==================== block 1
==> block_1/gates.png <==
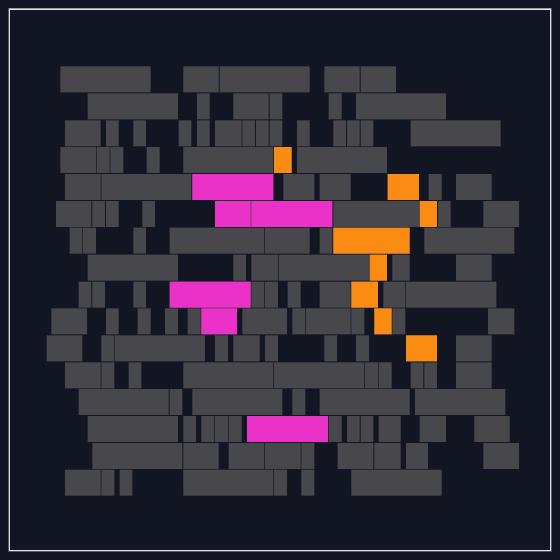
==> block_1/port_trees.png <==
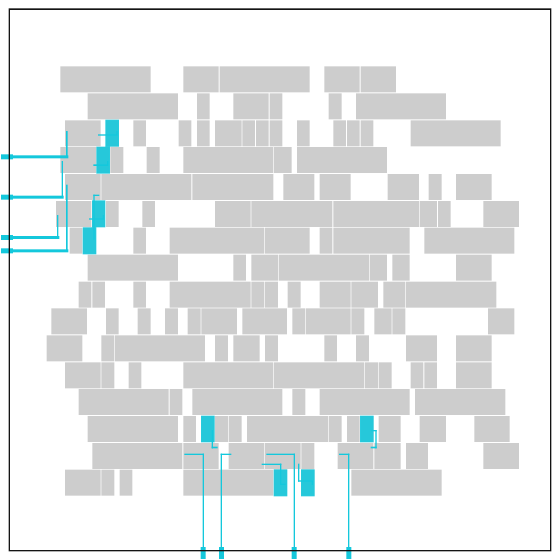
**config.mk**
```make
export PLATFORM = sky130hd
export DESIGN_NAME = serial_comparator
export DESIGN_NICKNAME = d
export VERILOG_FILES = /design/src/rtl/serial_comparator_pkg.sv /design/src/rtl/comparator_2bit.sv /design/src/rtl/serial_comparator.sv
export SDC_FILE = /design/constraint.sdc
export NUM_CORES = 1
export LEC_CHECK = 0
export ABC_AREA = 0
export CORE_MARGIN = 3
export CORE_UTILIZATION = 49
export CTS_CLUSTER_SIZE = 28
export DETAILED_ROUTE_END_ITERATION = 6
export HOLD_SLACK_MARGIN = 0.1
export PLACE_DENSITY = 0.83
export REMOVE_ABC_BUFFERS = 1
export SLEW_MARGIN = 0
export SYNTH_ARGS = -nofsm -noshare
export SYNTH_HDL_FRONTEND = slang
export SYNTH_SLANG_ARGS = --single-unit
export TNS_END_PERCENT = 30
```
**constraint.sdc**
```tcl
create_clock -name clk -period 2.15 [get_ports clk]
set_input_delay 0.645 -clock clk [delete_from_list [all_inputs] [get_ports clk]]
set_output_delay 0.645 -clock clk [all_outputs]
set_load 0.02 [all_outputs]
```
**src/rtl/serial_comparator_pkg.sv**
```systemverilog
// Shared types and constants for the serial magnitude comparator.
package serial_comparator_pkg;

  localparam int SLICE_W = 2;

  typedef enum logic [1:0] {
    S_IDLE = 2'b00,
    S_CMP  = 2'b01,
    S_DONE = 2'b10
  } state_t;

  typedef struct packed {
    logic g;
    logic e;
    logic l;
  } cmp_res_t;

  function automatic int idx_w(input int width);
    return (width / SLICE_W > 1) ? $clog2(width / SLICE_W) : 1;
  endfunction

endpackage

```
**src/rtl/comparator_2bit.sv**
```systemverilog
// Combinational 2-bit unsigned magnitude comparator slice.
module comparator_2bit
  import serial_comparator_pkg::*;
(
  input  logic [SLICE_W-1:0] a,
  input  logic [SLICE_W-1:0] b,
  output logic               g,
  output logic               e,
  output logic               l
);

  assign g = (a > b);
  assign e = (a == b);
  assign l = (a < b);

endmodule

```
**src/rtl/serial_comparator.sv**
```systemverilog
// MSB-first serial compare, one 2-bit slice per cycle, early exit on the first
// unequal slice. A start seen during the done cycle is taken as done falls.
module serial_comparator
  import serial_comparator_pkg::*;
#(
  parameter int WIDTH = 8
) (
  input  logic             clk,
  input  logic             rst_n,
  input  logic             start,
  input  logic [WIDTH-1:0] a,
  input  logic [WIDTH-1:0] b,
  output logic             busy,
  output logic             done,
  output logic             g,
  output logic             e,
  output logic             l
);

  localparam int NSL   = WIDTH / SLICE_W;
  localparam int IDX_W = idx_w(WIDTH);

  state_t             state;
  logic [IDX_W-1:0]   idx;
  logic [WIDTH-1:0]   a_q, b_q;
  logic [SLICE_W-1:0] a_sl, b_sl;
  cmp_res_t           sl;

  assign a_sl = a_q[idx*SLICE_W +: SLICE_W];
  assign b_sl = b_q[idx*SLICE_W +: SLICE_W];

  comparator_2bit u_slice (
    .a (a_sl),
    .b (b_sl),
    .g (sl.g),
    .e (sl.e),
    .l (sl.l)
  );

  always_ff @(posedge clk or negedge rst_n) begin
    if (!rst_n) begin
      state <= S_IDLE;
      idx   <= '0;
      a_q   <= '0;
      b_q   <= '0;
      g     <= 1'b0;
      e     <= 1'b0;
      l     <= 1'b0;
      busy  <= 1'b0;
      done  <= 1'b0;
    end else begin
      case (state)
        S_IDLE, S_DONE: begin
          done <= 1'b0;
          if (start) begin
            a_q   <= a;
            b_q   <= b;
            idx   <= IDX_W'(NSL - 1);
            g     <= 1'b0;
            e     <= 1'b0;
            l     <= 1'b0;
            busy  <= 1'b1;
            state <= S_CMP;
          end else begin
            state <= S_IDLE;
          end
        end
        S_CMP: begin
          if (sl.g || sl.l) begin
            g     <= sl.g;
            l     <= sl.l;
            e     <= 1'b0;
            busy  <= 1'b0;
            done  <= 1'b1;
            state <= S_DONE;
          end else if (idx == '0) begin
            // all slices equal down to the LSB pair
            g     <= 1'b0;
            l     <= 1'b0;
            e     <= 1'b1;
            busy  <= 1'b0;
            done  <= 1'b1;
            state <= S_DONE;
          end else begin
            idx <= idx - 1'b1;
          end
        end
        default: begin
          busy  <= 1'b0;
          done  <= 1'b0;
          state <= S_IDLE;
        end
      endcase
    end
  end

endmodule

```
==> metrics.json <==
{
  "power_and_ir_drop": {
    "total_switching_power_mw": 0.7711,
    "sequential_group_power_mw": 0.785,
    "total_power_mw": 1.964,
    "intPower_mw": 1.193
  },
  "outcome": {
    "status": "completed"
  },
  "yosys": {
    "yosys-top-cells-area": "sky130_fd_sc_hd__dfrtp_1 52%, sky130_fd_sc_hd__nand2_1 17%, sky130_fd_sc_hd__mux4_2 7.8%",
    "syn-mean-instance-area_sq_um": 9.736,
    "combined_area_of_all_synthesized_cells_sq_um": 1159,
    "seq_cells_post_synth": 24
  },
  "worst_setup_path": {
    "worst_r2r_path_depth": 5
  },
  "final_timing": {
    "period_used_pct": 94.61
  },
  "grt": {
    "globalRouteOverflowTotal": 0
  },
  "detailed_routing": {
    "wirelength_um": 2209
  },
  "clock_tree": {
    "cts-htree-levels": 1
  },
  "run": {
    "timing.max_cap.violations": 0
  }
}
Notes on block_1/gates.png above:
[magenta] mux cells | cells: 6 | most used: mux4_2 | where: centre
[orange] aoi and oai cells | cells: 8 | most used: a21oi_1
combinational share of cell area: 34.52%
Cell Count, Final, Fillers Out: 170

Notes on block_1/port_trees.png above:
[cyan] a | bits: 8 | direction: input | end cells: 8 | buffers: 8 | wire: 102 um
number of buffers inserted by port buffering: 23
total I/O pin count: 24

[cells by family after synthesis]
kind of cell	after synthesis	share of synthesized area, %
adder cells (fa/ha/maj)	3	3.240
AND-OR/OR-AND	9	5.723
buffers and inverters	14	6.263
AND/OR/NAND/NOR	63	23.43
flip-flops	24	51.84
multiplexers	6	9.504
[area by class of cell]
type | count | area share (%)
clock buffer | 3 | 1.561
inverter | 9 | 2.342
multi-input combinational | 81 | 34.52
sequential | 24 | 41.72
tap | 27 | 2.342
timing repair buffer | 26 | 17.52

==================== block 2
==> block_2/gates.png <==
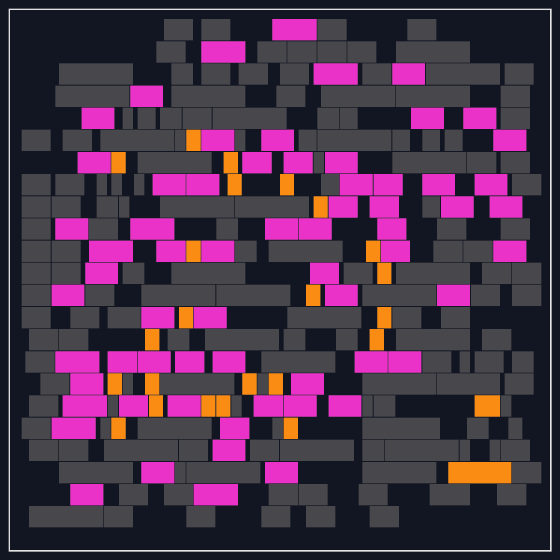
==> block_2/layers.png <==
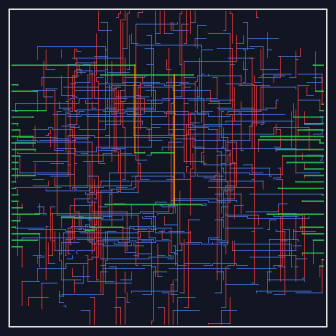
==> block_2/clock_nets.png <==
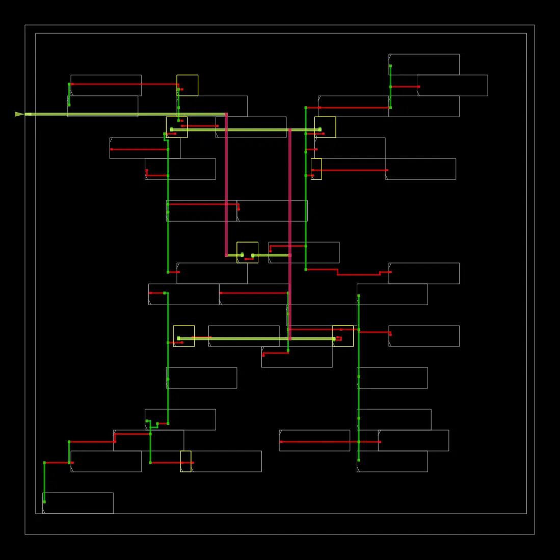
--- config.mk ---
export PLATFORM = sky130hd
export DESIGN_NAME = ext_unit_arbiter
export DESIGN_NICKNAME = d
export VERILOG_FILES = /design/src/rtl/ext_pkg.sv /design/src/rtl/ext_core.sv /design/src/rtl/ext_unit_arbiter.sv
export SDC_FILE = /design/constraint.sdc
export NUM_CORES = 1
export LEC_CHECK = 0
export CAP_MARGIN = 25
export CORE_UTILIZATION = 49
export CTS_BUF_LIST = sky130_fd_sc_hd__clkbuf_4
export CTS_CLUSTER_SIZE = 20
export DETAILED_ROUTE_END_ITERATION = 16
export PLACE_DENSITY = 0.84
export SETUP_SLACK_MARGIN = 0.15
export SYNTH_ARGS = -nofsm -noshare
export SYNTH_HDL_FRONTEND = slang
export SYNTH_HIERARCHICAL = 1
export SYNTH_SLANG_ARGS = --single-unit
--- constraint.sdc ---
create_clock -name clk -period 3.4 [get_ports clk]
set_input_delay 0.68 -clock clk [delete_from_list [all_inputs] [get_ports clk]]
set_output_delay 0.68 -clock clk [all_outputs]
set_load 0.01 [all_outputs]
--- src/rtl/ext_pkg.sv ---
// ext_pkg: shared extension-mode and requester-index constants for the extension unit.
package ext_pkg;
   localparam logic [1:0] EXT_ZEXT   = 2'b00;
   localparam logic [1:0] EXT_SEXT16 = 2'b01;
   localparam logic [1:0] EXT_SEXT8  = 2'b10;
   localparam logic [1:0] EXT_LUI    = 2'b11;
   localparam int REQ_DEC = 0;
   localparam int REQ_LSU = 1;
endpackage

--- src/rtl/ext_core.sv ---
// ext_core: combinational immediate extension (zext, sext16, sext8, upper-immediate shift).
module ext_core
   import ext_pkg::*;
#(
   parameter int IN_W  = 16,
   parameter int OUT_W = 32
) (
   input  logic [IN_W-1:0]  data,
   input  logic [1:0]       mode,
   output logic [OUT_W-1:0] result
);
   logic [OUT_W-1:0] zext, sext16, sext8, lui;
   assign zext   = OUT_W'(data);
   assign sext16 = {{(OUT_W-IN_W){data[IN_W-1]}}, data};
   assign sext8  = {{(OUT_W-8){data[7]}}, data[7:0]};
   assign lui    = zext << IN_W;
   assign result = (mode == EXT_LUI)    ? lui    :
                   (mode == EXT_SEXT8)  ? sext8  :
                   (mode == EXT_SEXT16) ? sext16 : zext;
endmodule

--- src/rtl/ext_unit_arbiter.sv ---
// ext_unit_arbiter: round-robin sharing of one ext_core between decode and LSU,
// with a single registered valid/ready output stage.
module ext_unit_arbiter
   import ext_pkg::*;
#(
   parameter int IN_W  = 16,
   parameter int OUT_W = 32
) (
   input  logic             clk,
   input  logic             rst_n,
   input  logic [1:0]       req_valid,
   output logic [1:0]       req_ready,
   input  logic [IN_W-1:0]  req0_data,
   input  logic [1:0]       req0_mode,
   input  logic [IN_W-1:0]  req1_data,
   input  logic [1:0]       req1_mode,
   output logic             res_valid,
   input  logic             res_ready,
   output logic [OUT_W-1:0] res_data,
   output logic             res_id
);
   if (OUT_W < 2*IN_W) begin : g_bad_cfg
      $error("ext_unit_arbiter: OUT_W must be at least 2*IN_W");
   end
   logic             rr_last;
   logic             out_free;
   logic [1:0]       grant;
   logic             sel;
   logic             accept;
   logic [OUT_W-1:0] ext_result;
   assign out_free  = ~res_valid | res_ready;
   // On a tie the requester that did not win last time gets the grant.
   assign grant     = (req_valid == 2'b11) ? (rr_last ? 2'b01 : 2'b10) : req_valid;
   assign req_ready = grant & {2{out_free & rst_n}};
   assign accept    = |(req_valid & req_ready);
   assign sel       = req_ready[REQ_LSU];
   ext_core #(.IN_W(IN_W), .OUT_W(OUT_W)) u_core (
      .data   (sel ? req1_data : req0_data),
      .mode   (sel ? req1_mode : req0_mode),
      .result (ext_result)
   );
   always_ff @(posedge clk or negedge rst_n) begin
      if (!rst_n) begin
         res_valid <= 1'b0;
         res_data  <= '0;
         res_id    <= 1'b0;
         rr_last   <= 1'b1;
      end else if (accept) begin
         res_valid <= 1'b1;
         res_data  <= ext_result;
         res_id    <= sel;
         rr_last   <= sel;
      end else if (res_ready) begin
         res_valid <= 1'b0;
      end
   end
endmodule

==> metrics.json <==
{
  "outcome": {
    "status": "completed"
  },
  "final_timing": {
    "setup_ws_ps": 506.2,
    "fmax_ghz": 0.3456
  },
  "floorplanning": {
    "floorplanUtilization_pct": 50.74,
    "die-width_um": 66.36
  },
  "place": {
    "post_dp_cell_area_sq_um": 2801,
    "hpwlAfterDp_um": 3106
  },
  "worst_setup_path": {
    "critical_path.cell_chain": "clkdlybuf4s50_1 > nand2_1 > nand4_4 > inv_1 > clkdlybuf4s50_1",
    "timing.critical_path.from_type": "input port",
    "timing.critical_path.slowest_cell_delay_ps": 550,
    "dominant_delay_contributor_by_cell_family_on_the_critical_path": "buffers and inverters"
  },
  "clock_tree": {
    "clock_latency_ps": 330,
    "cts_sinks": 35
  },
  "power_and_ir_drop": {
    "power-per-cell-area_nw_per_um2": 470.1,
    "combinationalPower_mw": 0.554,
    "total_power_mw": 1.342
  },
  "final_layout": {
    "logic_area_sq_um": 1016,
    "finalCoreUtilization_pct": 71.35
  },
  "yosys": {
    "seq_cells_post_synth": 35,
    "edf_count": 0,
    "synth_area_leader_cell": "sky130_fd_sc_hd__dfrtp_1"
  }
}
## Picture notes: block_2/gates.png
[orange] aoi and oai cells | cells: 25 | most used: o21ai_1
[magenta] mux cells | cells: 64 | most used: mux2_2
Cell Count, Final, Fillers Out: 295
Commonest Layout Cell: sky130_fd_sc_hd__clkdlybuf4s50_1
combinational share of cell area: 35.60%

## Picture notes: block_2/layers.png
[blue] M1 | wire length: 1930 um
[red] M2 | wire length: 1960 um
[orange] M4 | wire length: 45.6 um
[green] M3 | wire length: 289 um
average wire per cell in the routed design: 14.31 um
aggregate global-route resource usage: 20.98%
total wirelength of the detailed-routed design: 4220 um
Via Count: 1534

## Picture notes: block_2/clock_nets.png
clock buffer count from CTS: 5
final setup skew: 6.100 ps

==> metal layers <==
layer | global-route usage, % | part of all wire, %
met1 | 28.16 | 46
met2 | 33.16 | 46
met4 | 4.787 | 1.1
met5 | 0 | 0
met3 | 6.379 | 6.8
==> sequential cells by signal, summed over array words and instances (netlist names) <==
register	cells
res_valid	1
res_id	1
rr_last	1
res_data	32
==> area by class of cell <==
cell class	instances	share of cell area (%)
sequential	35	30.73
inverter	12	1.578
clock buffer	6	1.578
tap	50	2.192
clock inverter	2	0.2630
timing repair buffer	82	28.06
multi-input combinational	108	35.60

==================== block 3
==> block_3/clock_nets.png <==
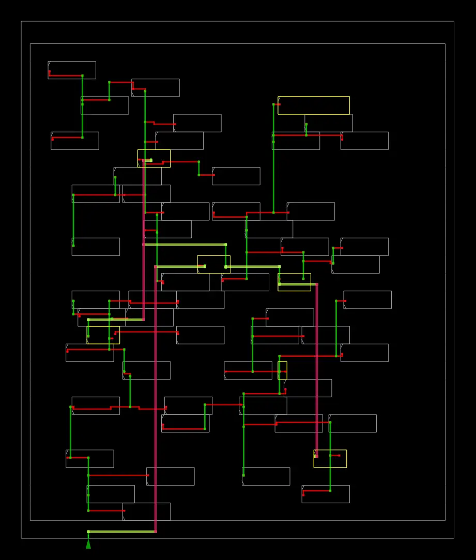
==> config.mk <==
export PLATFORM = sky130hd
export DESIGN_NAME = addsub_result_stage
export DESIGN_NICKNAME = d
export VERILOG_FILES = /design/src/rtl/addsub_pkg.sv /design/src/rtl/addsub_flag_calc.sv /design/src/rtl/addsub_result_stage.sv
export SDC_FILE = /design/constraint.sdc
export NUM_CORES = 1
export LEC_CHECK = 0
export CAP_MARGIN = 10
export CORE_ASPECT_RATIO = 1.2
export CORE_UTILIZATION = 49
export CTS_CLUSTER_DIAMETER = 200
export DETAILED_ROUTE_END_ITERATION = 8
export PLACE_DENSITY = 0.94
export SLEW_MARGIN = 30
export SYNTH_ARGS = -nofsm -noshare
export SYNTH_HDL_FRONTEND = slang
export SYNTH_HIERARCHICAL = 1
export SYNTH_SLANG_ARGS = --single-unit
==> constraint.sdc <==
create_clock -name clk -period 4.5 [get_ports clk]
set_input_delay 1.125 -clock clk [delete_from_list [all_inputs] [get_ports clk]]
set_output_delay 1.125 -clock clk [all_outputs]
set_load 0.01 [all_outputs]
==> src/rtl/addsub_pkg.sv <==
// Shared types and constants for the adder/subtractor result stage.
// Saturation constants are used only when ADDSUB_SAT_EN is defined.
package addsub_pkg;

   localparam int unsigned WIDTH = 16;

   localparam logic [WIDTH-1:0] SAT_POS = 16'h7FFF;
   localparam logic [WIDTH-1:0] SAT_NEG = 16'h8000;

   typedef struct packed {
      logic [WIDTH-1:0] result;
      logic             carry;
      logic             ovf;
      logic             zero;
      logic             neg;
   } addsub_entry_t;

endpackage

==> src/rtl/addsub_flag_calc.sv <==
// Combinational status-flag derivation for one adder/subtractor result.
// Optional feature macro: ADDSUB_SAT_EN (saturate the stored result on overflow).
module addsub_flag_calc
   import addsub_pkg::*;
(
   input  logic [WIDTH-1:0] i_a,
   input  logic [WIDTH-1:0] i_b,
   input  logic             i_mode,
   input  logic [WIDTH-1:0] i_sum,
   input  logic             i_cout,
   output addsub_entry_t    o_entry
);

   logic             w_a_msb;
   logic             w_b_msb;
   logic             w_s_msb;
   logic             w_ovf;
   logic             w_carry;
   logic [WIDTH-1:0] w_result;

   assign w_a_msb = i_a[WIDTH-1];
   assign w_b_msb = i_b[WIDTH-1];
   assign w_s_msb = i_sum[WIDTH-1];

   // Subtract flips the sign of b, so the "same sign" test inverts with mode.
   assign w_ovf   = i_mode ? ((w_a_msb != w_b_msb) && (w_s_msb != w_a_msb))
                           : ((w_a_msb == w_b_msb) && (w_s_msb != w_a_msb));
   assign w_carry = i_mode ? ~i_cout : i_cout;

`ifdef ADDSUB_SAT_EN
   assign w_result = w_ovf ? (w_a_msb ? SAT_NEG : SAT_POS) : i_sum;
`else
   assign w_result = i_sum;
`endif

   // Pack the final result and its flags into one FIFO entry.
   always_comb begin
      o_entry        = '0;
      o_entry.result = w_result;
      o_entry.carry  = w_carry;
      o_entry.ovf    = w_ovf;
      o_entry.zero   = (w_result == '0);
      o_entry.neg    = w_result[WIDTH-1];
   end

endmodule

==> src/rtl/addsub_result_stage.sv <==
// Result stage behind the 16-bit adder/subtractor: flag derivation, 2-entry
// skid FIFO with valid/ready, transfer counter and sticky overflow flag.
// Optional feature macro: ADDSUB_SAT_EN (handled in addsub_flag_calc).
module addsub_result_stage #(
   parameter int unsigned WIDTH   = addsub_pkg::WIDTH,
   parameter int unsigned COUNT_W = 8
) (
   input  logic               clk,
   input  logic               rst,
   input  logic               in_valid,
   output logic               in_ready,
   input  logic [WIDTH-1:0]   in_a,
   input  logic [WIDTH-1:0]   in_b,
   input  logic               in_mode,
   input  logic [WIDTH-1:0]   in_sum,
   input  logic               in_cout,
   output logic               out_valid,
   input  logic               out_ready,
   output logic [WIDTH-1:0]   out_result,
   output logic               out_carry,
   output logic               out_ovf,
   output logic               out_zero,
   output logic               out_neg,
   output logic               ovf_sticky,
   input  logic               clr_sticky,
   output logic [COUNT_W-1:0] op_count
);

   import addsub_pkg::*;

   addsub_entry_t      w_new_entry;
   addsub_entry_t      r_slot0;
   addsub_entry_t      r_slot1;
   logic [1:0]         r_count;
   logic               w_push;
   logic               w_pop;
   logic [COUNT_W-1:0] r_op_count;
   logic               r_ovf_sticky;

   addsub_flag_calc u_flag_calc (
      .i_a     (in_a),
      .i_b     (in_b),
      .i_mode  (in_mode),
      .i_sum   (in_sum),
      .i_cout  (in_cout),
      .o_entry (w_new_entry)
   );

   assign in_ready  = (r_count < 2'd2);
   assign out_valid = (r_count != 2'd0);
   assign w_push    = in_valid & in_ready;
   assign w_pop     = out_valid & out_ready;

   assign out_result = r_slot0.result;
   assign out_carry  = r_slot0.carry;
   assign out_ovf    = r_slot0.ovf;
   assign out_zero   = r_slot0.zero;
   assign out_neg    = r_slot0.neg;
   assign ovf_sticky = r_ovf_sticky;
   assign op_count   = r_op_count;

   // FIFO storage: slot0 is always the head, slot1 the tail when two are held.
   always_ff @(posedge clk) begin
      if (rst) begin
         r_count <= 2'd0;
         r_slot0 <= '0;
         r_slot1 <= '0;
      end else begin
         case ({w_push, w_pop})
            2'b10: begin
               if (r_count == 2'd0) r_slot0 <= w_new_entry;
               else                 r_slot1 <= w_new_entry;
               r_count <= r_count + 2'd1;
            end
            2'b01: begin
               r_slot0 <= r_slot1;
               r_count <= r_count - 2'd1;
            end
            // Push with pop can only happen at count 1: new entry replaces the head.
            2'b11:   r_slot0 <= w_new_entry;
            default: ;
         endcase
      end
   end

   // Completed-transfer counter, wraps naturally at 2^COUNT_W.
   always_ff @(posedge clk) begin
      if (rst)        r_op_count <= '0;
      else if (w_pop) r_op_count <= r_op_count + 1'b1;
   end

   // Sticky overflow: a new overflowing entry takes priority over a clear.
   always_ff @(posedge clk) begin
      if (rst)                          r_ovf_sticky <= 1'b0;
      else if (w_push && w_new_entry.ovf) r_ovf_sticky <= 1'b1;
      else if (clr_sticky)              r_ovf_sticky <= 1'b0;
   end

endmodule

==> metrics.json <==
{
  "grt": {
    "gr-max-usage-layer": "met2",
    "globalRouteOverflowTotal": 0,
    "gr-usage-met2_pct": 35.05
  },
  "yosys": {
    "ys_sh_simple_pct": 16.84,
    "most_numerous_cell_types_in_the_synthesized_netlist": "51 x sky130_fd_sc_hd__dfxtp_1, 42 x sky130_fd_sc_hd__nand2_1, 27 x sky130_fd_sc_hd__a21oi_1",
    "yosys.cell_types.count": 33,
    "combined_area_of_all_synthesized_cells_sq_um": 2460,
    "synth_sequential_area_ratio_pct": 41.51,
    "synthAoiAreaFrac_pct": 18.16
  },
  "final_layout": {
    "comb_area_share_pct": 39.71,
    "layout.cells.most_common_list": "54 x sky130_fd_sc_hd__clkdlybuf4s50_1, 51 x sky130_fd_sc_hd__dfxtp_1, 42 x sky130_fd_sc_hd__nand2_1",
    "filler_cell_count": 376,
    "layout.buffer.nonclock.area_share_pct": 19.26,
    "logic_area_sq_um": 1176
  },
  "outcome": {
    "status": "completed"
  },
  "floorplanning": {
    "floorplanUtilization_pct": 52.38,
    "nWellTaps": 58,
    "fp-row-count": 27
  },
  "final_timing": {
    "finClkSkew_ps": 9.686
  },
  "power_and_ir_drop": {
    "total_power_mw": 1.677
  },
  "detailed_routing": {
    "met3RoutedLength_um": 188,
    "dr.max_layer_used": "met4"
  },
  "clock_tree": {
    "cts-buffers-inserted": 5
  },
  "place": {
    "hpwlAfterDp_um": 3398
  },
  "min_path": {
    "worst_case_hold_path_end_point": "r_slot1[15]"
  },
  "worst_setup_path": {
    "critical_path.endpoint_type": "flop"
  }
}
Notes on block_3/clock_nets.png above:
Clock Sink Count: 51
clock network power consumption: 0.311 mW

-- power by group through the flow --
stage                     registers, mW  clock network (mW)  logic (mW)
after floorplan                   0.665                   0       0.475
after global placement            0.649                   0       0.700
after detailed placement          0.653                   0       0.724
after CTS                         0.645               0.313       0.728
after global routing              0.661               0.332       0.780
final                             0.645               0.311       0.721
-- flip-flops by register name, summed over array words and instances, names as in the netlist --
register	count
op_count	8
out_carry	1
out_neg	1
out_ovf	1
out_result	16
out_zero	1
ovf_sticky	1
r_count	2
r_slot1	20

==================== block 4
## config.mk

```make
export PLATFORM = sky130hd
export DESIGN_NAME = mem_bus_arbiter
export DESIGN_NICKNAME = d
export VERILOG_FILES = /design/src/rtl/mem_arb_pkg.sv /design/src/rtl/mem_bus_arbiter_rr_pick.sv /design/src/rtl/mem_bus_arbiter.sv
export SDC_FILE = /design/constraint.sdc
export NUM_CORES = 1
export LEC_CHECK = 0
export ABC_AREA = 1
export CAP_MARGIN = 0
export CORE_MARGIN = 3
export CORE_UTILIZATION = 57
export CTS_CLUSTER_SIZE = 8
export DETAILED_ROUTE_END_ITERATION = 10
export GPL_TIMING_DRIVEN = 0
export PLACE_DENSITY = 0.86
export SLEW_MARGIN = 0
export SYNTH_ARGS = -nofsm -noshare
export SYNTH_HDL_FRONTEND = slang
export SYNTH_SLANG_ARGS = --single-unit
export TNS_END_PERCENT = 20
```

## constraint.sdc

```tcl
create_clock -name clk -period 5.5 [get_ports clk]
set_input_delay 1.375 -clock clk [delete_from_list [all_inputs] [get_ports clk]]
set_output_delay 1.375 -clock clk [all_outputs]
set_load 0.01 [all_outputs]
```

## src/rtl/mem_arb_pkg.sv

```systemverilog
// Shared types and helpers for the memory bus arbiter: FSM state, arbitration mode,
// default requester count and a one-hot to binary index helper.
package mem_arb_pkg;

  typedef enum logic {
    IDLE  = 1'b0,
    GRANT = 1'b1
  } arb_state_e;

  typedef enum logic {
    ARB_RR    = 1'b0,
    ARB_FIXED = 1'b1
  } arb_mode_e;

  localparam int unsigned DEFAULT_NUM_REQ = 4;
  localparam int unsigned MAX_ONEHOT_W    = 32;

  // OR-reduction of set bit positions; exact for one-hot or all-zero inputs.
  function automatic int unsigned onehot2idx(input logic [MAX_ONEHOT_W-1:0] onehot);
    int unsigned idx;
    idx = 0;
    for (int unsigned i = 0; i < MAX_ONEHOT_W; i++) begin
      if (onehot[i]) begin
        idx = idx | i;
      end
    end
    return idx;
  endfunction

endpackage

```

## src/rtl/mem_bus_arbiter_rr_pick.sv

```systemverilog
// Combinational masked priority picker: rotates the request vector so the search starts
// just after start_ptr (round-robin) or at index 0 (fixed), then takes the lowest set bit.
module rr_pick
  import mem_arb_pkg::*;
#(
  parameter int unsigned N     = 4,
  parameter int unsigned IDX_W = $clog2(N)
) (
  input  logic [N-1:0]     req,
  input  logic [IDX_W-1:0] start_ptr,
  input  arb_mode_e        mode,
  output logic             found,
  output logic [IDX_W-1:0] win_idx,
  output logic [N-1:0]     win_onehot
);

  logic [IDX_W-1:0] first_idx;
  logic [2*N-1:0]   doubled;
  logic [N-1:0]     rotated;
  int unsigned      offset;
  int unsigned      winner;

  always_comb begin
    first_idx = '0;
    if (mode == ARB_RR && start_ptr != IDX_W'(N - 1)) begin
      first_idx = start_ptr + 1'b1;
    end

    // Doubling the vector makes the wrap-around a plain right shift.
    doubled = {req, req} >> first_idx;
    rotated = doubled[N-1:0];

    found  = 1'b0;
    offset = 0;
    for (int unsigned i = N; i > 0; i--) begin
      if (rotated[i-1]) begin
        found  = 1'b1;
        offset = i - 1;
      end
    end

    winner = 32'(first_idx) + offset;
    if (winner >= N) begin
      winner = winner - N;
    end

    win_onehot = '0;
    for (int unsigned i = 0; i < N; i++) begin
      win_onehot[i] = found && (winner == i);
    end
    win_idx = IDX_W'(onehot2idx(32'(win_onehot)));
  end

endmodule

```

## src/rtl/mem_bus_arbiter.sv

```systemverilog
// Shared memory bus arbiter: grants one requester per multi-beat transaction, hands over
// without an idle cycle on bus_done or abandon, and flags owners that hold the bus too long.
module mem_bus_arbiter
  import mem_arb_pkg::*;
#(
  parameter int unsigned NUM_REQ  = DEFAULT_NUM_REQ,
  parameter int unsigned ARB_MODE = 0,
  parameter int unsigned MAX_HOLD = 64,
  parameter int unsigned IDX_W    = $clog2(NUM_REQ)
) (
  input  logic               clk,
  input  logic               reset,
  input  logic [NUM_REQ-1:0] req,
  input  logic               bus_done,
  output logic [NUM_REQ-1:0] grant,
  output logic               grant_valid,
  output logic [IDX_W-1:0]   grant_idx,
  output logic               hold_timeout
);

  localparam int unsigned      CNT_W    = (MAX_HOLD == 0) ? 1 : $clog2(MAX_HOLD + 1);
  localparam logic [CNT_W-1:0] HOLD_MAX = CNT_W'(MAX_HOLD);
  localparam arb_mode_e        MODE     = (ARB_MODE == 1) ? ARB_FIXED : ARB_RR;

  arb_state_e         state_q, state_d;
  logic [NUM_REQ-1:0] grant_q, grant_d;
  logic [IDX_W-1:0]   grant_idx_q, grant_idx_d;
  logic [IDX_W-1:0]   rr_ptr_q, rr_ptr_d;
  logic [CNT_W-1:0]   hold_cnt_q, hold_cnt_d;
  logic               hold_timeout_q, hold_timeout_d;
  logic               wd_fired_q, wd_fired_d;

  logic               pick_found;
  logic [IDX_W-1:0]   pick_idx;
  logic [NUM_REQ-1:0] pick_onehot;
  logic               owner_release;
  logic               arbitrate;

  rr_pick #(
    .N     (NUM_REQ),
    .IDX_W (IDX_W)
  ) u_pick (
    .req        (req),
    .start_ptr  (rr_ptr_q),
    .mode       (MODE),
    .found      (pick_found),
    .win_idx    (pick_idx),
    .win_onehot (pick_onehot)
  );

  always_comb begin
    state_d        = state_q;
    grant_d        = grant_q;
    grant_idx_d    = grant_idx_q;
    rr_ptr_d       = rr_ptr_q;
    hold_cnt_d     = hold_cnt_q;
    hold_timeout_d = 1'b0;
    wd_fired_d     = wd_fired_q;

    owner_release = (state_q == GRANT) && (bus_done || !req[grant_idx_q]);
    arbitrate     = (state_q == IDLE) || owner_release;

    // wd_fired keeps the pulse to a single cycle while the saturated count sits at max.
    if (MAX_HOLD != 0 && state_q == GRANT && hold_cnt_q == HOLD_MAX && !wd_fired_q) begin
      hold_timeout_d = 1'b1;
      wd_fired_d     = 1'b1;
    end

    if (arbitrate) begin
      hold_cnt_d = '0;
      wd_fired_d = 1'b0;
      if (pick_found) begin
        state_d     = GRANT;
        grant_d     = pick_onehot;
        grant_idx_d = pick_idx;
        rr_ptr_d    = pick_idx;
      end else begin
        state_d     = IDLE;
        grant_d     = '0;
        grant_idx_d = '0;
      end
    end else if (hold_cnt_q != HOLD_MAX) begin
      hold_cnt_d = hold_cnt_q + 1'b1;
    end
  end

  always_ff @(posedge clk or negedge reset) begin
    if (!reset) begin
      state_q        <= IDLE;
      grant_q        <= '0;
      grant_idx_q    <= '0;
      rr_ptr_q       <= IDX_W'(NUM_REQ - 1);
      hold_cnt_q     <= '0;
      hold_timeout_q <= 1'b0;
      wd_fired_q     <= 1'b0;
    end else begin
      state_q        <= state_d;
      grant_q        <= grant_d;
      grant_idx_q    <= grant_idx_d;
      rr_ptr_q       <= rr_ptr_d;
      hold_cnt_q     <= hold_cnt_d;
      hold_timeout_q <= hold_timeout_d;
      wd_fired_q     <= wd_fired_d;
    end
  end

  assign grant        = grant_q;
  assign grant_valid  = (state_q == GRANT);
  assign grant_idx    = grant_idx_q;
  assign hold_timeout = hold_timeout_q;

endmodule
```

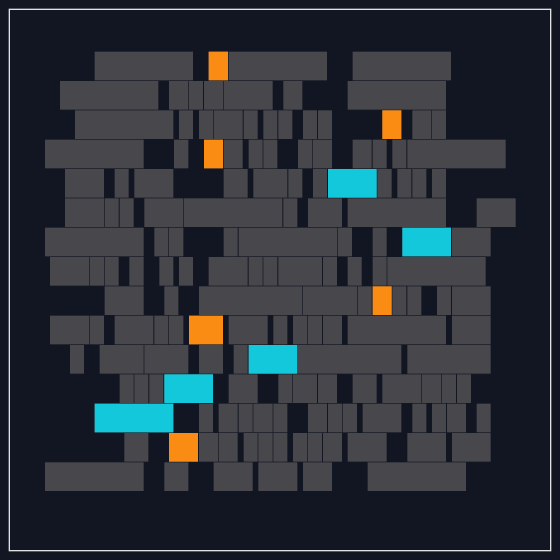
(block_4/gates.png)
[cyan] fa/ha/maj cells | cells: 5 | most used: ha_1
[orange] aoi and oai cells | cells: 6 | most used: a21oi_1
combinational share of cell area: 42.44%
Commonest Layout Cell: sky130_fd_sc_hd__nand2_1

==> metrics.json <==
{
  "outcome": {
    "status": "completed"
  },
  "detailed_routing": {
    "via_count": 964,
    "drt-initial-drc-count": 32,
    "avgViaCountPerCell": 5.326
  },
  "place": {
    "post_dp_cell_area_sq_um": 1279
  },
  "yosys": {
    "synth-area-yosys_sq_um": 1107,
    "yosys.cell_types.count": 24,
    "synth_stat.cells": 138,
    "top_area_share_pct": 36.16
  },
  "floorplanning": {
    "nWellTaps": 25,
    "design.core.area_sq_um": 1783,
    "fp-row-count": 15
  },
  "clock_tree": {
    "clock_latency_ps": 310,
    "cts-buffers-inserted": 3
  },
  "power_and_ir_drop": {
    "combinational_power_share_pct": 67.7
  },
  "worst_setup_path": {
    "critical_path_buf_inv_count": 3
  },
  "final_timing": {
    "finalSetupTns_ps": 0
  },
  "grt": {
    "grt_first_pass_wirelength_um": 4126
  },
  "final_layout": {
    "clock_cell_area_share_pct": 2.759
  }
}
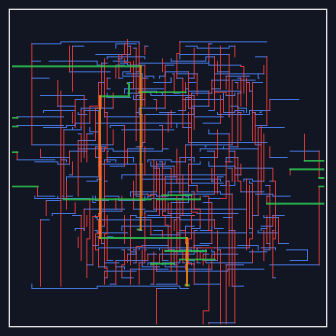
(block_4/layers.png)
[blue] M1 | wire length: 1040 um
[green] M3 | wire length: 114 um
[orange] M4 | wire length: 55.8 um
[red] M2 | wire length: 1070 um
aggregate global-route resource usage: 22.19%
total wirelength of the detailed-routed design: 2272 um
average wire per cell in the routed design: 12.55 um

-- cell usage after synthesis, drive strengths merged --
cell,instances
a21boi,1
nor3,6
xor2,1
nor4,1
nor2,10
nor3b,1
a21oi,3
nand3,18
fa,1
xnor2,1
inv,22
buf,1
dfstp,2
dfrtp,16
o21ai,2
nand4,1
ha,4
nand2,47
-- routing by layer --
metal	wire (um)	vias to the layer above	global-route usage [%]
met5	0	-	0
met2	1066	29	33.70
met3	114	6	6.042
met4	55	0	11.98
li1	-	469	-
met1	1036	460	28.40

==================== block 5
==> block_5/gates.png <==
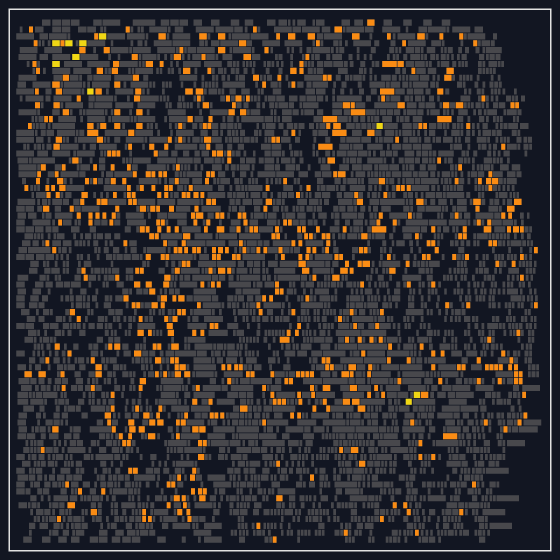
$ cat config.mk
export PLATFORM = sky130hd
export DESIGN_NAME = muldiv_unit
export DESIGN_NICKNAME = d
export VERILOG_FILES = /design/src/rtl/muldiv_unit.sv
export SDC_FILE = /design/constraint.sdc
export NUM_CORES = 1
export LEC_CHECK = 0
export ABC_AREA = 1
export CAP_MARGIN = 20
export CORE_MARGIN = 2
export CORE_UTILIZATION = 46
export DETAILED_ROUTE_END_ITERATION = 10
export PLACE_DENSITY = 0.65
export SETUP_SLACK_MARGIN = 0.4
export SLEW_MARGIN = 10
export SYNTH_ARGS = -nofsm -noshare
export SYNTH_HDL_FRONTEND = slang
export SYNTH_SLANG_ARGS = --single-unit
export TNS_END_PERCENT = 100
$ cat constraint.sdc
create_clock -name clk -period 2.4 [get_ports clk]
set_input_delay 0.24 -clock clk [delete_from_list [all_inputs] [get_ports clk]]
set_output_delay 0.24 -clock clk [all_outputs]
set_load 0.03 [all_outputs]
$ cat src/rtl/muldiv_unit.sv
// Iterative RV32M multiply/divide engine: one result bit per cycle, fixed
// latency for every op, result returned with the hart/rd tags of the request.
module muldiv_unit #(
   parameter int XLEN       = 32,
   parameter int HART_ID_W  = 1,
   parameter int REG_ADDR_W = 5
) (
   input  logic                  clk,
   input  logic                  rst_n,
   input  logic                  muldiv_start,
   input  logic [2:0]            muldiv_op,
   input  logic [XLEN-1:0]       muldiv_a,
   input  logic [XLEN-1:0]       muldiv_b,
   input  logic [HART_ID_W-1:0]  muldiv_hart_id,
   input  logic [REG_ADDR_W-1:0] muldiv_rd,
   output logic                  muldiv_busy,
   output logic                  muldiv_done,
   output logic [XLEN-1:0]       muldiv_result,
   output logic [HART_ID_W-1:0]  muldiv_done_hart_id,
   output logic [REG_ADDR_W-1:0] muldiv_done_rd,
   output logic [1:0]            muldiv_dbg_state
);

   localparam int              CNT_W = $clog2(XLEN + 1);
   localparam logic [XLEN-1:0] XMIN  = {1'b1, {(XLEN-1){1'b0}}};

   localparam logic [2:0] OP_MUL    = 3'b000;
   localparam logic [2:0] OP_MULH   = 3'b001;
   localparam logic [2:0] OP_MULHSU = 3'b010;
   localparam logic [2:0] OP_DIV    = 3'b100;
   localparam logic [2:0] OP_REM    = 3'b110;

   typedef enum logic [1:0] {
      S_IDLE = 2'd0,
      S_CALC = 2'd1,
      S_FIN  = 2'd2
   } state_t;

   state_t                  state_q;
   logic [CNT_W-1:0]        cnt_q;
   logic [2:0]              op_q;
   logic                    neg_q;
   logic                    rem_neg_q;
   logic                    special_q;
   logic [XLEN-1:0]         spec_res_q;
   logic [XLEN-1:0]         opnd_q;
   logic [2*XLEN-1:0]       acc_q;
   logic [HART_ID_W-1:0]    hart_q;
   logic [REG_ADDR_W-1:0]   rd_q;
   logic                    busy_q;
   logic                    done_q;
   logic [XLEN-1:0]         result_q;
   logic [HART_ID_W-1:0]    done_hart_q;
   logic [REG_ADDR_W-1:0]   done_rd_q;

   // Request handshake: a request transfers on a rising edge where
   // muldiv_start=1 and muldiv_busy=0; otherwise the strobe is ignored.

   logic              a_signed, b_signed, a_neg, b_neg, is_div;
   logic              div_zero, div_ovf;
   logic [XLEN-1:0]   a_mag, b_mag, spec_res_d;

   always_comb begin
      a_signed = 1'b0;
      b_signed = 1'b0;
      case (muldiv_op)
         OP_MUL, OP_MULH, OP_DIV, OP_REM: begin
            a_signed = 1'b1;
            b_signed = 1'b1;
         end
         OP_MULHSU: a_signed = 1'b1;
         default: ;
      endcase
      a_neg    = a_signed & muldiv_a[XLEN-1];
      b_neg    = b_signed & muldiv_b[XLEN-1];
      a_mag    = a_neg ? (~muldiv_a + 1'b1) : muldiv_a;
      b_mag    = b_neg ? (~muldiv_b + 1'b1) : muldiv_b;
      is_div   = muldiv_op[2];
      div_zero = is_div && (muldiv_b == '0);
      div_ovf  = is_div && a_signed && (muldiv_a == XMIN) && (muldiv_b == '1);
      if (div_zero) spec_res_d = muldiv_op[1] ? muldiv_a : '1;
      else          spec_res_d = muldiv_op[1] ? '0 : XMIN;
   end

   // One iteration step; acc_q low half holds the multiplier (mul) or the
   // dividend/quotient (div), high half the partial product or remainder.
   logic [XLEN:0]     mul_sum, div_shift, div_diff;
   logic [2*XLEN-1:0] acc_d;

   always_comb begin
      mul_sum   = {1'b0, acc_q[2*XLEN-1:XLEN]} + {1'b0, opnd_q};
      div_shift = acc_q[2*XLEN-1:XLEN-1];
      div_diff  = div_shift - {1'b0, opnd_q};
      if (op_q[2]) begin
         acc_d = {(div_diff[XLEN] ? div_shift[XLEN-1:0] : div_diff[XLEN-1:0]),
                  acc_q[XLEN-2:0], ~div_diff[XLEN]};
      end else if (acc_q[0]) begin
         acc_d = {mul_sum, acc_q[XLEN-1:1]};
      end else begin
         acc_d = {1'b0, acc_q[2*XLEN-1:1]};
      end
   end

   logic [2*XLEN-1:0] prod;
   logic [XLEN-1:0]   quot_fin, rem_fin, mul_res, div_res, result_d;

   always_comb begin
      prod     = neg_q ? (~acc_q + 1'b1) : acc_q;
      quot_fin = neg_q ? (~acc_q[XLEN-1:0] + 1'b1) : acc_q[XLEN-1:0];
      rem_fin  = rem_neg_q ? (~acc_q[2*XLEN-1:XLEN] + 1'b1) : acc_q[2*XLEN-1:XLEN];
      mul_res  = (op_q[1:0] == 2'b00) ? prod[XLEN-1:0] : prod[2*XLEN-1:XLEN];
      div_res  = op_q[1] ? rem_fin : quot_fin;
      if (special_q)    result_d = spec_res_q;
      else if (op_q[2]) result_d = div_res;
      else              result_d = mul_res;
   end

   always_ff @(posedge clk) begin
      if (!rst_n) begin
         state_q     <= S_IDLE;
         cnt_q       <= '0;
         op_q        <= '0;
         neg_q       <= 1'b0;
         rem_neg_q   <= 1'b0;
         special_q   <= 1'b0;
         spec_res_q  <= '0;
         opnd_q      <= '0;
         acc_q       <= '0;
         hart_q      <= '0;
         rd_q        <= '0;
         busy_q      <= 1'b0;
         done_q      <= 1'b0;
         result_q    <= '0;
         done_hart_q <= '0;
         done_rd_q   <= '0;
      end else begin
         case (state_q)
            S_IDLE: begin
               done_q <= 1'b0;
               if (muldiv_start) begin
                  state_q    <= S_CALC;
                  busy_q     <= 1'b1;
                  cnt_q      <= CNT_W'(XLEN);
                  op_q       <= muldiv_op;
                  neg_q      <= a_neg ^ b_neg;
                  rem_neg_q  <= a_neg;
                  special_q  <= div_zero | div_ovf;
                  spec_res_q <= spec_res_d;
                  opnd_q     <= is_div ? b_mag : a_mag;
                  acc_q      <= {{XLEN{1'b0}}, (is_div ? a_mag : b_mag)};
                  hart_q     <= muldiv_hart_id;
                  rd_q       <= muldiv_rd;
               end
            end
            S_CALC: begin
               if (cnt_q != '0) begin
                  acc_q <= acc_d;
                  cnt_q <= cnt_q - 1'b1;
               end else begin
                  state_q     <= S_FIN;
                  done_q      <= 1'b1;
                  result_q    <= result_d;
                  done_hart_q <= hart_q;
                  done_rd_q   <= rd_q;
               end
            end
            S_FIN: begin
               state_q <= S_IDLE;
               busy_q  <= 1'b0;
               done_q  <= 1'b0;
            end
            default: begin
               state_q <= S_IDLE;
               busy_q  <= 1'b0;
               done_q  <= 1'b0;
            end
         endcase
      end
   end

   assign muldiv_busy         = busy_q;
   assign muldiv_done         = done_q;
   assign muldiv_result       = result_q;
   assign muldiv_done_hart_id = done_hart_q;
   assign muldiv_done_rd      = done_rd_q;
   assign muldiv_dbg_state    = state_q;

endmodule
==> metrics.json <==
{
  "outcome": {
    "status": "finished, violations left",
    "failed_checks": "negative setup slack"
  },
  "final_layout": {
    "largest-register": "acc_q",
    "layout.cells.most_common_list": "1072 x sky130_fd_sc_hd__nand2_1, 466 x sky130_fd_sc_hd__inv_1, 371 x sky130_fd_sc_hd__buf_4",
    "logic_area_sq_um": 16090
  },
  "yosys": {
    "synth_sequential_area_ratio_pct": 18.72,
    "ys.flop_type": "sky130_fd_sc_hd__dfxtp_1",
    "combined_area_of_all_synthesized_cells_sq_um": 20100,
    "most_numerous_cell_types_in_the_synthesized_netlist": "1213 x sky130_fd_sc_hd__nand2_1, 497 x sky130_fd_sc_hd__inv_1, 430 x sky130_fd_sc_hd__nor2_1"
  },
  "power_and_ir_drop": {
    "clock_net_power_mw": 3.23,
    "power_top_consumer": "combinational cells",
    "seq_power_share_pct": 20.3
  },
  "min_path": {
    "worst_case_hold_path_end_point": "op_q[0]"
  },
  "final_timing": {
    "final-setup-viol-count": 33,
    "setup_ws_ps": -209.4
  },
  "run": {
    "warnings": 31
  },
  "worst_setup_path": {
    "worst_path_most_repeated_cell": "sky130_fd_sc_hd__nand2_2"
  }
}
Notes on block_5/gates.png above:
[orange] aoi and oai cells | cells: 624 | most used: a21oi_1 | where: all over the die
[yellow] non-inverting ao/oa cells | cells: 10 | most used: a22o_1 | where: all over the die
Cell Count, Final, Fillers Out: 4769
Commonest Layout Cell: sky130_fd_sc_hd__nand2_1
combinational share of cell area: 56.35%

[routing by layer]
layer,vias to the layer above,GRT usage (%),wire length [um]
met3,340,9.693,11720
met1,12140,55.13,39440
met5,-,0,13
li1,12830,-,-
met2,1674,62.05,41300
met4,2,22.11,6419
[stage by stage]
| step | hold WS (ps) | setup TNS [ps] |
|---|---|---|
| finish | 236.3 | -3654 |
| global route | 246.0 | -6451 |
| CTS | 252.1 | -319.7 |
| detailed placement | 441.5 | -2890 |
| global placement | 440.0 | -1313 |
| floorplan | 352.7 | 0 |

==================== block 6
<file path="src/rtl/temp_avg_pkg.sv">
`default_nettype none
// ============================================================================
// Module  : temp_avg_pkg
// Brief   : Shared types and constants for the temperature averaging monitor.
// Revision: 1.0 - initial release
// ============================================================================
package temp_avg_pkg;

  // Native width of the converter's temperature word.
  localparam int TEMP_WIDTH = 9;

  typedef logic signed [TEMP_WIDTH-1:0] temp_t;

  // Extremes of the 9-bit signed range; used as min/max tracker reset values.
  localparam int TEMP_MAX = 255;
  localparam int TEMP_MIN = -256;

  typedef enum logic [0:0] {
    FILL = 1'b0,
    RUN  = 1'b1
  } mon_state_t;

endpackage
`default_nettype wire

</file>
<file path="src/rtl/temp_avg_ringbuf.sv">
`default_nettype none
// ============================================================================
// Module  : temp_avg_ringbuf
// Brief   : Circular sample buffer with internal write pointer. The entry at
//           the write pointer (the one about to be overwritten) is presented
//           combinationally so the caller can subtract it from a running sum.
// Revision: 1.0 - initial release
// ============================================================================
module temp_avg_ringbuf
  import temp_avg_pkg::*;
#(
  parameter int LOG2_DEPTH = 3,
  parameter int W          = TEMP_WIDTH
) (
  input  logic                clk,
  input  logic                reset_n,
  input  logic                wr_en,
  input  logic signed [W-1:0] wr_data,
  output logic signed [W-1:0] evicted
);

  localparam int DEPTH = 1 << LOG2_DEPTH;

  logic signed [W-1:0]      mem [DEPTH];
  logic [LOG2_DEPTH-1:0]    wr_ptr;

  assign evicted = mem[wr_ptr];

  // Store the sample at the write pointer; pointer wraps naturally.
  always_ff @(posedge clk) begin
    if (!reset_n) begin
      for (int i = 0; i < DEPTH; i++) begin
        mem[i] <= '0;
      end
      wr_ptr <= '0;
    end else if (wr_en) begin
      mem[wr_ptr] <= wr_data;
      wr_ptr      <= wr_ptr + 1'b1;
    end
  end

endmodule
`default_nettype wire

</file>
<file path="src/rtl/temp_avg_monitor.sv">
`default_nettype none
// ============================================================================
// Module  : temp_avg_monitor
// Brief   : Sliding-window moving average of the signed temperature word with
//           valid/ready output, sticky overrun flag and hysteresis alarm.
//           Optional min/max average tracking when TEMP_AVG_MINMAX_EN is
//           defined (adds minmax_clr, min_out, max_out).
// Revision: 1.0 - initial release
// ============================================================================
module temp_avg_monitor
  import temp_avg_pkg::*;
#(
  parameter int LOG2_DEPTH = 3,
  parameter int TEMP_W     = 9
) (
  input  logic                     clk,
  input  logic                     reset_n,
  input  logic signed [TEMP_W-1:0] temp_in,
  input  logic                     temp_valid,
  input  logic signed [TEMP_W-1:0] thr_hi,
  input  logic signed [TEMP_W-1:0] thr_lo,
`ifdef TEMP_AVG_MINMAX_EN
  input  logic                     minmax_clr,
  output logic signed [TEMP_W-1:0] min_out,
  output logic signed [TEMP_W-1:0] max_out,
`endif
  output logic signed [TEMP_W-1:0] avg_out,
  output logic                     avg_valid,
  input  logic                     avg_ready,
  output logic                     alarm,
  output logic                     overrun,
  output logic                     fill_done
);

  localparam int SUM_W = TEMP_W + LOG2_DEPTH;

  mon_state_t                state, state_next;
  logic [LOG2_DEPTH-1:0]     fill_cnt;
  logic signed [SUM_W-1:0]   sum;
  logic signed [SUM_W-1:0]   sum_next;
  logic signed [SUM_W-1:0]   sum_shifted;
  logic signed [TEMP_W-1:0]  evicted_raw;
  logic signed [TEMP_W-1:0]  evicted;
  logic signed [TEMP_W-1:0]  avg_calc;
  logic                      new_result;
  logic                      last_fill;

  temp_avg_ringbuf #(
    .LOG2_DEPTH (LOG2_DEPTH),
    .W          (TEMP_W)
  ) u_ringbuf (
    .clk     (clk),
    .reset_n (reset_n),
    .wr_en   (temp_valid),
    .wr_data (temp_in),
    .evicted (evicted_raw)
  );

  // The buffer is zeroed on reset, but gate explicitly so FILL never subtracts.
  assign evicted   = (state == RUN) ? evicted_raw : '0;
  assign last_fill = &fill_cnt;

  // Running-sum update and floor average (arithmetic shift floors toward -inf).
  always_comb begin
    sum_next    = sum
                + {{LOG2_DEPTH{temp_in[TEMP_W-1]}}, temp_in}
                - {{LOG2_DEPTH{evicted[TEMP_W-1]}}, evicted};
    sum_shifted = sum_next >>> LOG2_DEPTH;
    avg_calc    = sum_shifted[TEMP_W-1:0];
  end

  // State register.
  always_ff @(posedge clk) begin
    if (!reset_n) state <= FILL;
    else          state <= state_next;
  end

  // Next state: leave FILL on the sample that completes the window.
  always_comb begin
    state_next = state;
    if (state == FILL && temp_valid && last_fill) state_next = RUN;
  end

  // FSM outputs: result strobe and window-populated flag.
  always_comb begin
    new_result = 1'b0;
    fill_done  = 1'b0;
    case (state)
      FILL:    new_result = temp_valid && last_fill;
      RUN: begin
        new_result = temp_valid;
        fill_done  = 1'b1;
      end
      default: new_result = 1'b0;
    endcase
  end

  // Fill counter and running sum track every accepted sample.
  always_ff @(posedge clk) begin
    if (!reset_n) begin
      fill_cnt <= '0;
      sum      <= '0;
    end else if (temp_valid) begin
      sum <= sum_next;
      if (state == FILL) fill_cnt <= fill_cnt + 1'b1;
    end
  end

  // Output port: new result overwrites, handshake clears, overrun is sticky.
  always_ff @(posedge clk) begin
    if (!reset_n) begin
      avg_out   <= '0;
      avg_valid <= 1'b0;
      overrun   <= 1'b0;
      alarm     <= 1'b0;
    end else if (new_result) begin
      avg_out   <= avg_calc;
      avg_valid <= 1'b1;
      if (avg_valid && !avg_ready) overrun <= 1'b1;
      // Set has priority so an inverted threshold pair still raises the alarm.
      if (avg_calc >= thr_hi)      alarm <= 1'b1;
      else if (avg_calc <= thr_lo) alarm <= 1'b0;
    end else if (avg_ready) begin
      avg_valid <= 1'b0;
    end
  end

`ifdef TEMP_AVG_MINMAX_EN
  // Extreme-average tracking; a clear coinciding with a result loads it.
  always_ff @(posedge clk) begin
    if (!reset_n) begin
      min_out <= TEMP_W'(TEMP_MAX);
      max_out <= TEMP_W'(TEMP_MIN);
    end else if (new_result) begin
      if (minmax_clr) begin
        min_out <= avg_calc;
        max_out <= avg_calc;
      end else begin
        if (avg_calc < min_out) min_out <= avg_calc;
        if (avg_calc > max_out) max_out <= avg_calc;
      end
    end else if (minmax_clr) begin
      min_out <= TEMP_W'(TEMP_MAX);
      max_out <= TEMP_W'(TEMP_MIN);
    end
  end
`endif

endmodule
`default_nettype wire

</file>
<file path="config.mk">
export PLATFORM = sky130hd
export DESIGN_NAME = temp_avg_monitor
export DESIGN_NICKNAME = d
export VERILOG_FILES = /design/src/rtl/temp_avg_pkg.sv /design/src/rtl/temp_avg_ringbuf.sv /design/src/rtl/temp_avg_monitor.sv
export SDC_FILE = /design/constraint.sdc
export NUM_CORES = 1
export LEC_CHECK = 0
export CAP_MARGIN = 20
export CORE_MARGIN = 3
export CORE_UTILIZATION = 52
export DETAILED_ROUTE_END_ITERATION = 8
export DONT_BUFFER_PORTS = 1
export PLACE_DENSITY = 0.7
export SYNTH_ARGS = -nofsm -noshare
export SYNTH_HDL_FRONTEND = slang
export SYNTH_HIERARCHICAL = 1
export SYNTH_SLANG_ARGS = --single-unit
</file>
<file path="constraint.sdc">
create_clock -name clk -period 4.3 [get_ports clk]
set_input_delay 0.86 -clock clk [delete_from_list [all_inputs] [get_ports clk]]
set_output_delay 0.86 -clock clk [all_outputs]
set_load 0.02 [all_outputs]
</file>
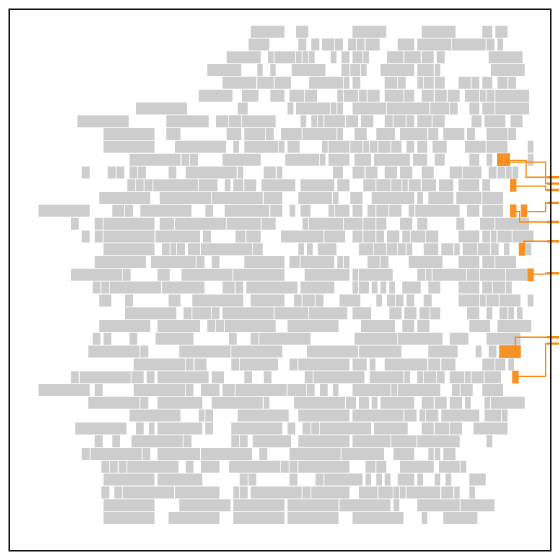
(block_6/port_trees.png)
[orange] thr_hi | bits: 9 | direction: input | end cells: 9 | buffers: 0 | wire: 90.3 um
number of buffers inserted by port buffering: 0
total I/O pin count: 44

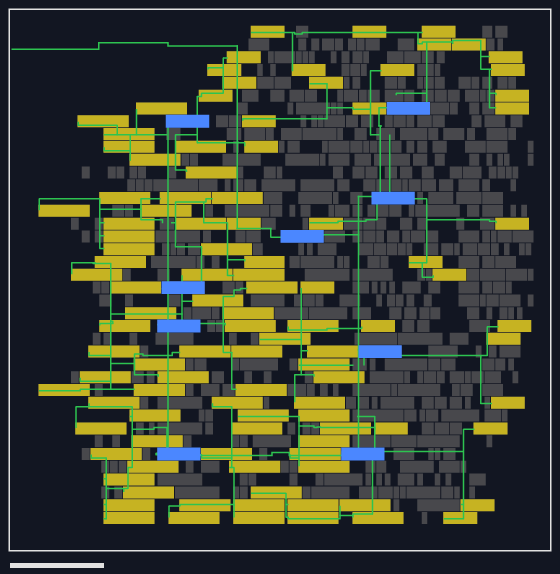
(block_6/clock_wires.png)
Bar = 20 um.
[green] clock wires | length: 1310 um
[blue] clock-net drivers | count: 9
[yellow] flip-flops | count: 106
routed clock nets: 10
final setup skew: 9.515 ps
clock network fraction of design power: 21.8%
source-to-sink clock delay at the later pin of the worst-skew pair: 360 ps

==> metrics.json <==
{
  "yosys": {
    "area_fraction_in_mux_cells_pct": 11.33,
    "synthCells": 551,
    "edf_count": 72,
    "syn-mean-instance-area_sq_um": 11.16,
    "synth_stat.cells": 551
  },
  "outcome": {
    "status": "finished, violations left",
    "failed_checks": "negative setup slack"
  },
  "power_and_ir_drop": {
    "power-per-cell-area_nw_per_um2": 560.4,
    "sequential_group_power_mw": 1.20,
    "seq_power_share_pct": 30.0
  },
  "clock_tree": {
    "cts.root.buffer_cell": "sky130_fd_sc_hd__clkbuf_16"
  },
  "final_layout": {
    "biggestRegsByFlops": "u_ringbuf/mem x72, sum x12, avg_out x9",
    "layout.nets": 669,
    "diodes": 0
  },
  "place": {
    "post-place-cells": 716,
    "post_dp_cell_area_sq_um": 6635
  },
  "final_timing": {
    "final-setup-viol-count": 1,
    "setup_ws_ps": -183.7,
    "final.hold.worst_slack_ps": 476.8
  },
  "min_path": {
    "worst_hold_startpoint": "sum[5]"
  }
}
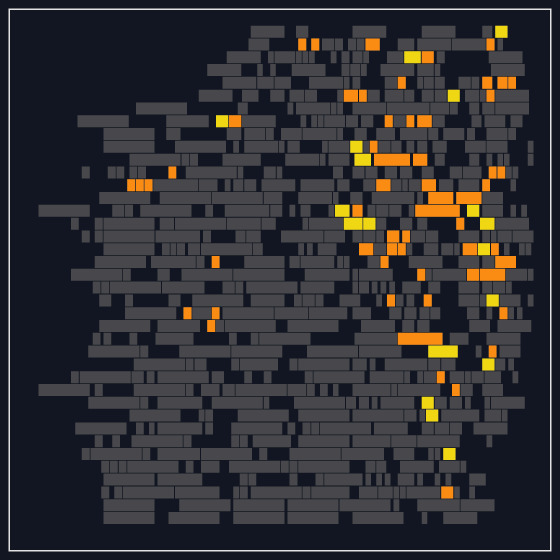
(block_6/gates.png)
[orange] aoi and oai cells | cells: 57
[yellow] non-inverting ao/oa cells | cells: 18 | most used: a21o_1
Cell Count, Final, Fillers Out: 741
combinational share of cell area: 41.60%
Commonest Layout Cell: sky130_fd_sc_hd__nor3_1

==> area by class of cell <==
cell class	instances	area, sq um
multi-input cells	338	2955
clock buffers	10	229.0
flip-flops and latches	106	2846
clock inverters	6	78.83
inverters	72	270.3
fillers	879	4363
well taps	143	178.9
repair buffers	66	545.5
==> how the worst max path moves through the flow <==
stage               from  endpoint  slack (ps)  cells after the start
finish              flop     alarm        -180                     18
global route        flop     alarm        -380                     18
CTS                 flop     alarm        -180                     18
detailed placement  flop     alarm        -260                     17
global placement    flop     alarm        -200                     18
floorplan           flop     alarm        -100                     17


==> layout pictures side by side <==
Clock wires, drivers and flops.
image #1
Bar = 20 um.
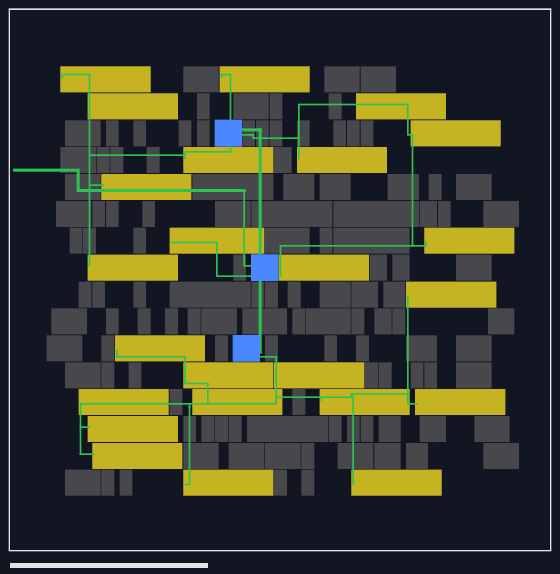
image #2
Bar = 20 um.
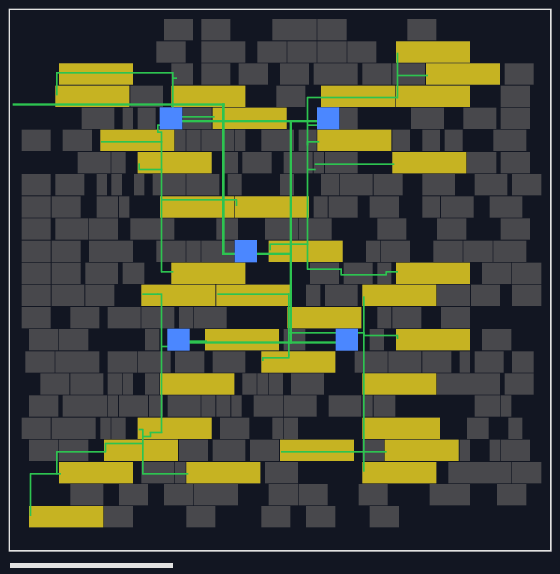
image #3
Bar = 20 um.
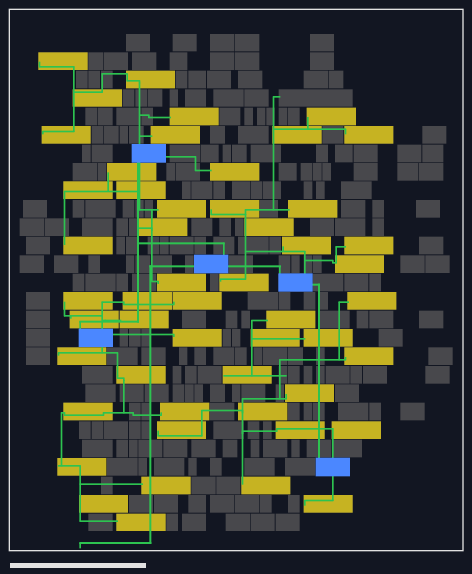
image #4
Bar = 50 um.
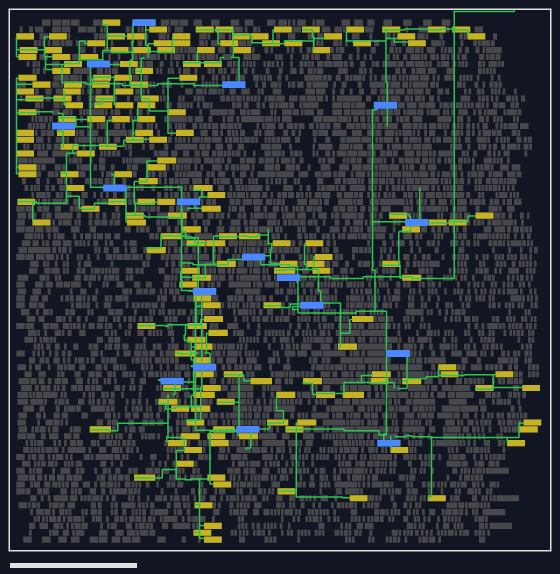
image #5
Bar = 20 um.
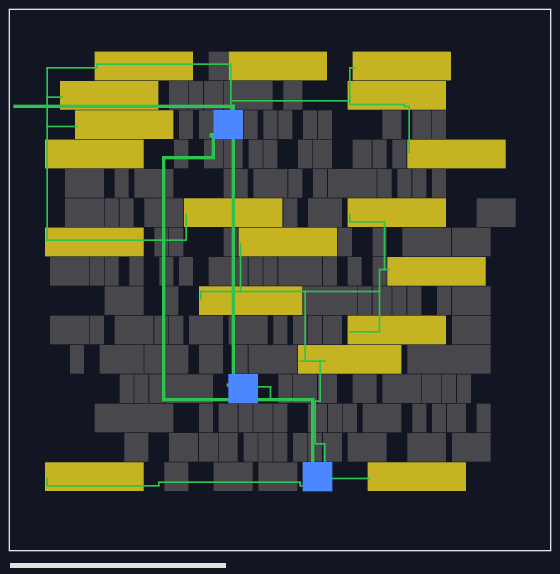
- image #3 = block 3
- image #2 = block 2
- image #1 = block 1
- image #4 = block 5
- image #5 = block 4
- smallest die: image #5
- largest die: image #4

Key to image #2:
[yellow] flip-flops | count: 35
[green] clock wires | length: 393 um
[blue] clock-net drivers | count: 5
routed clock nets: 6

Power and IR drop assume default switching activity.
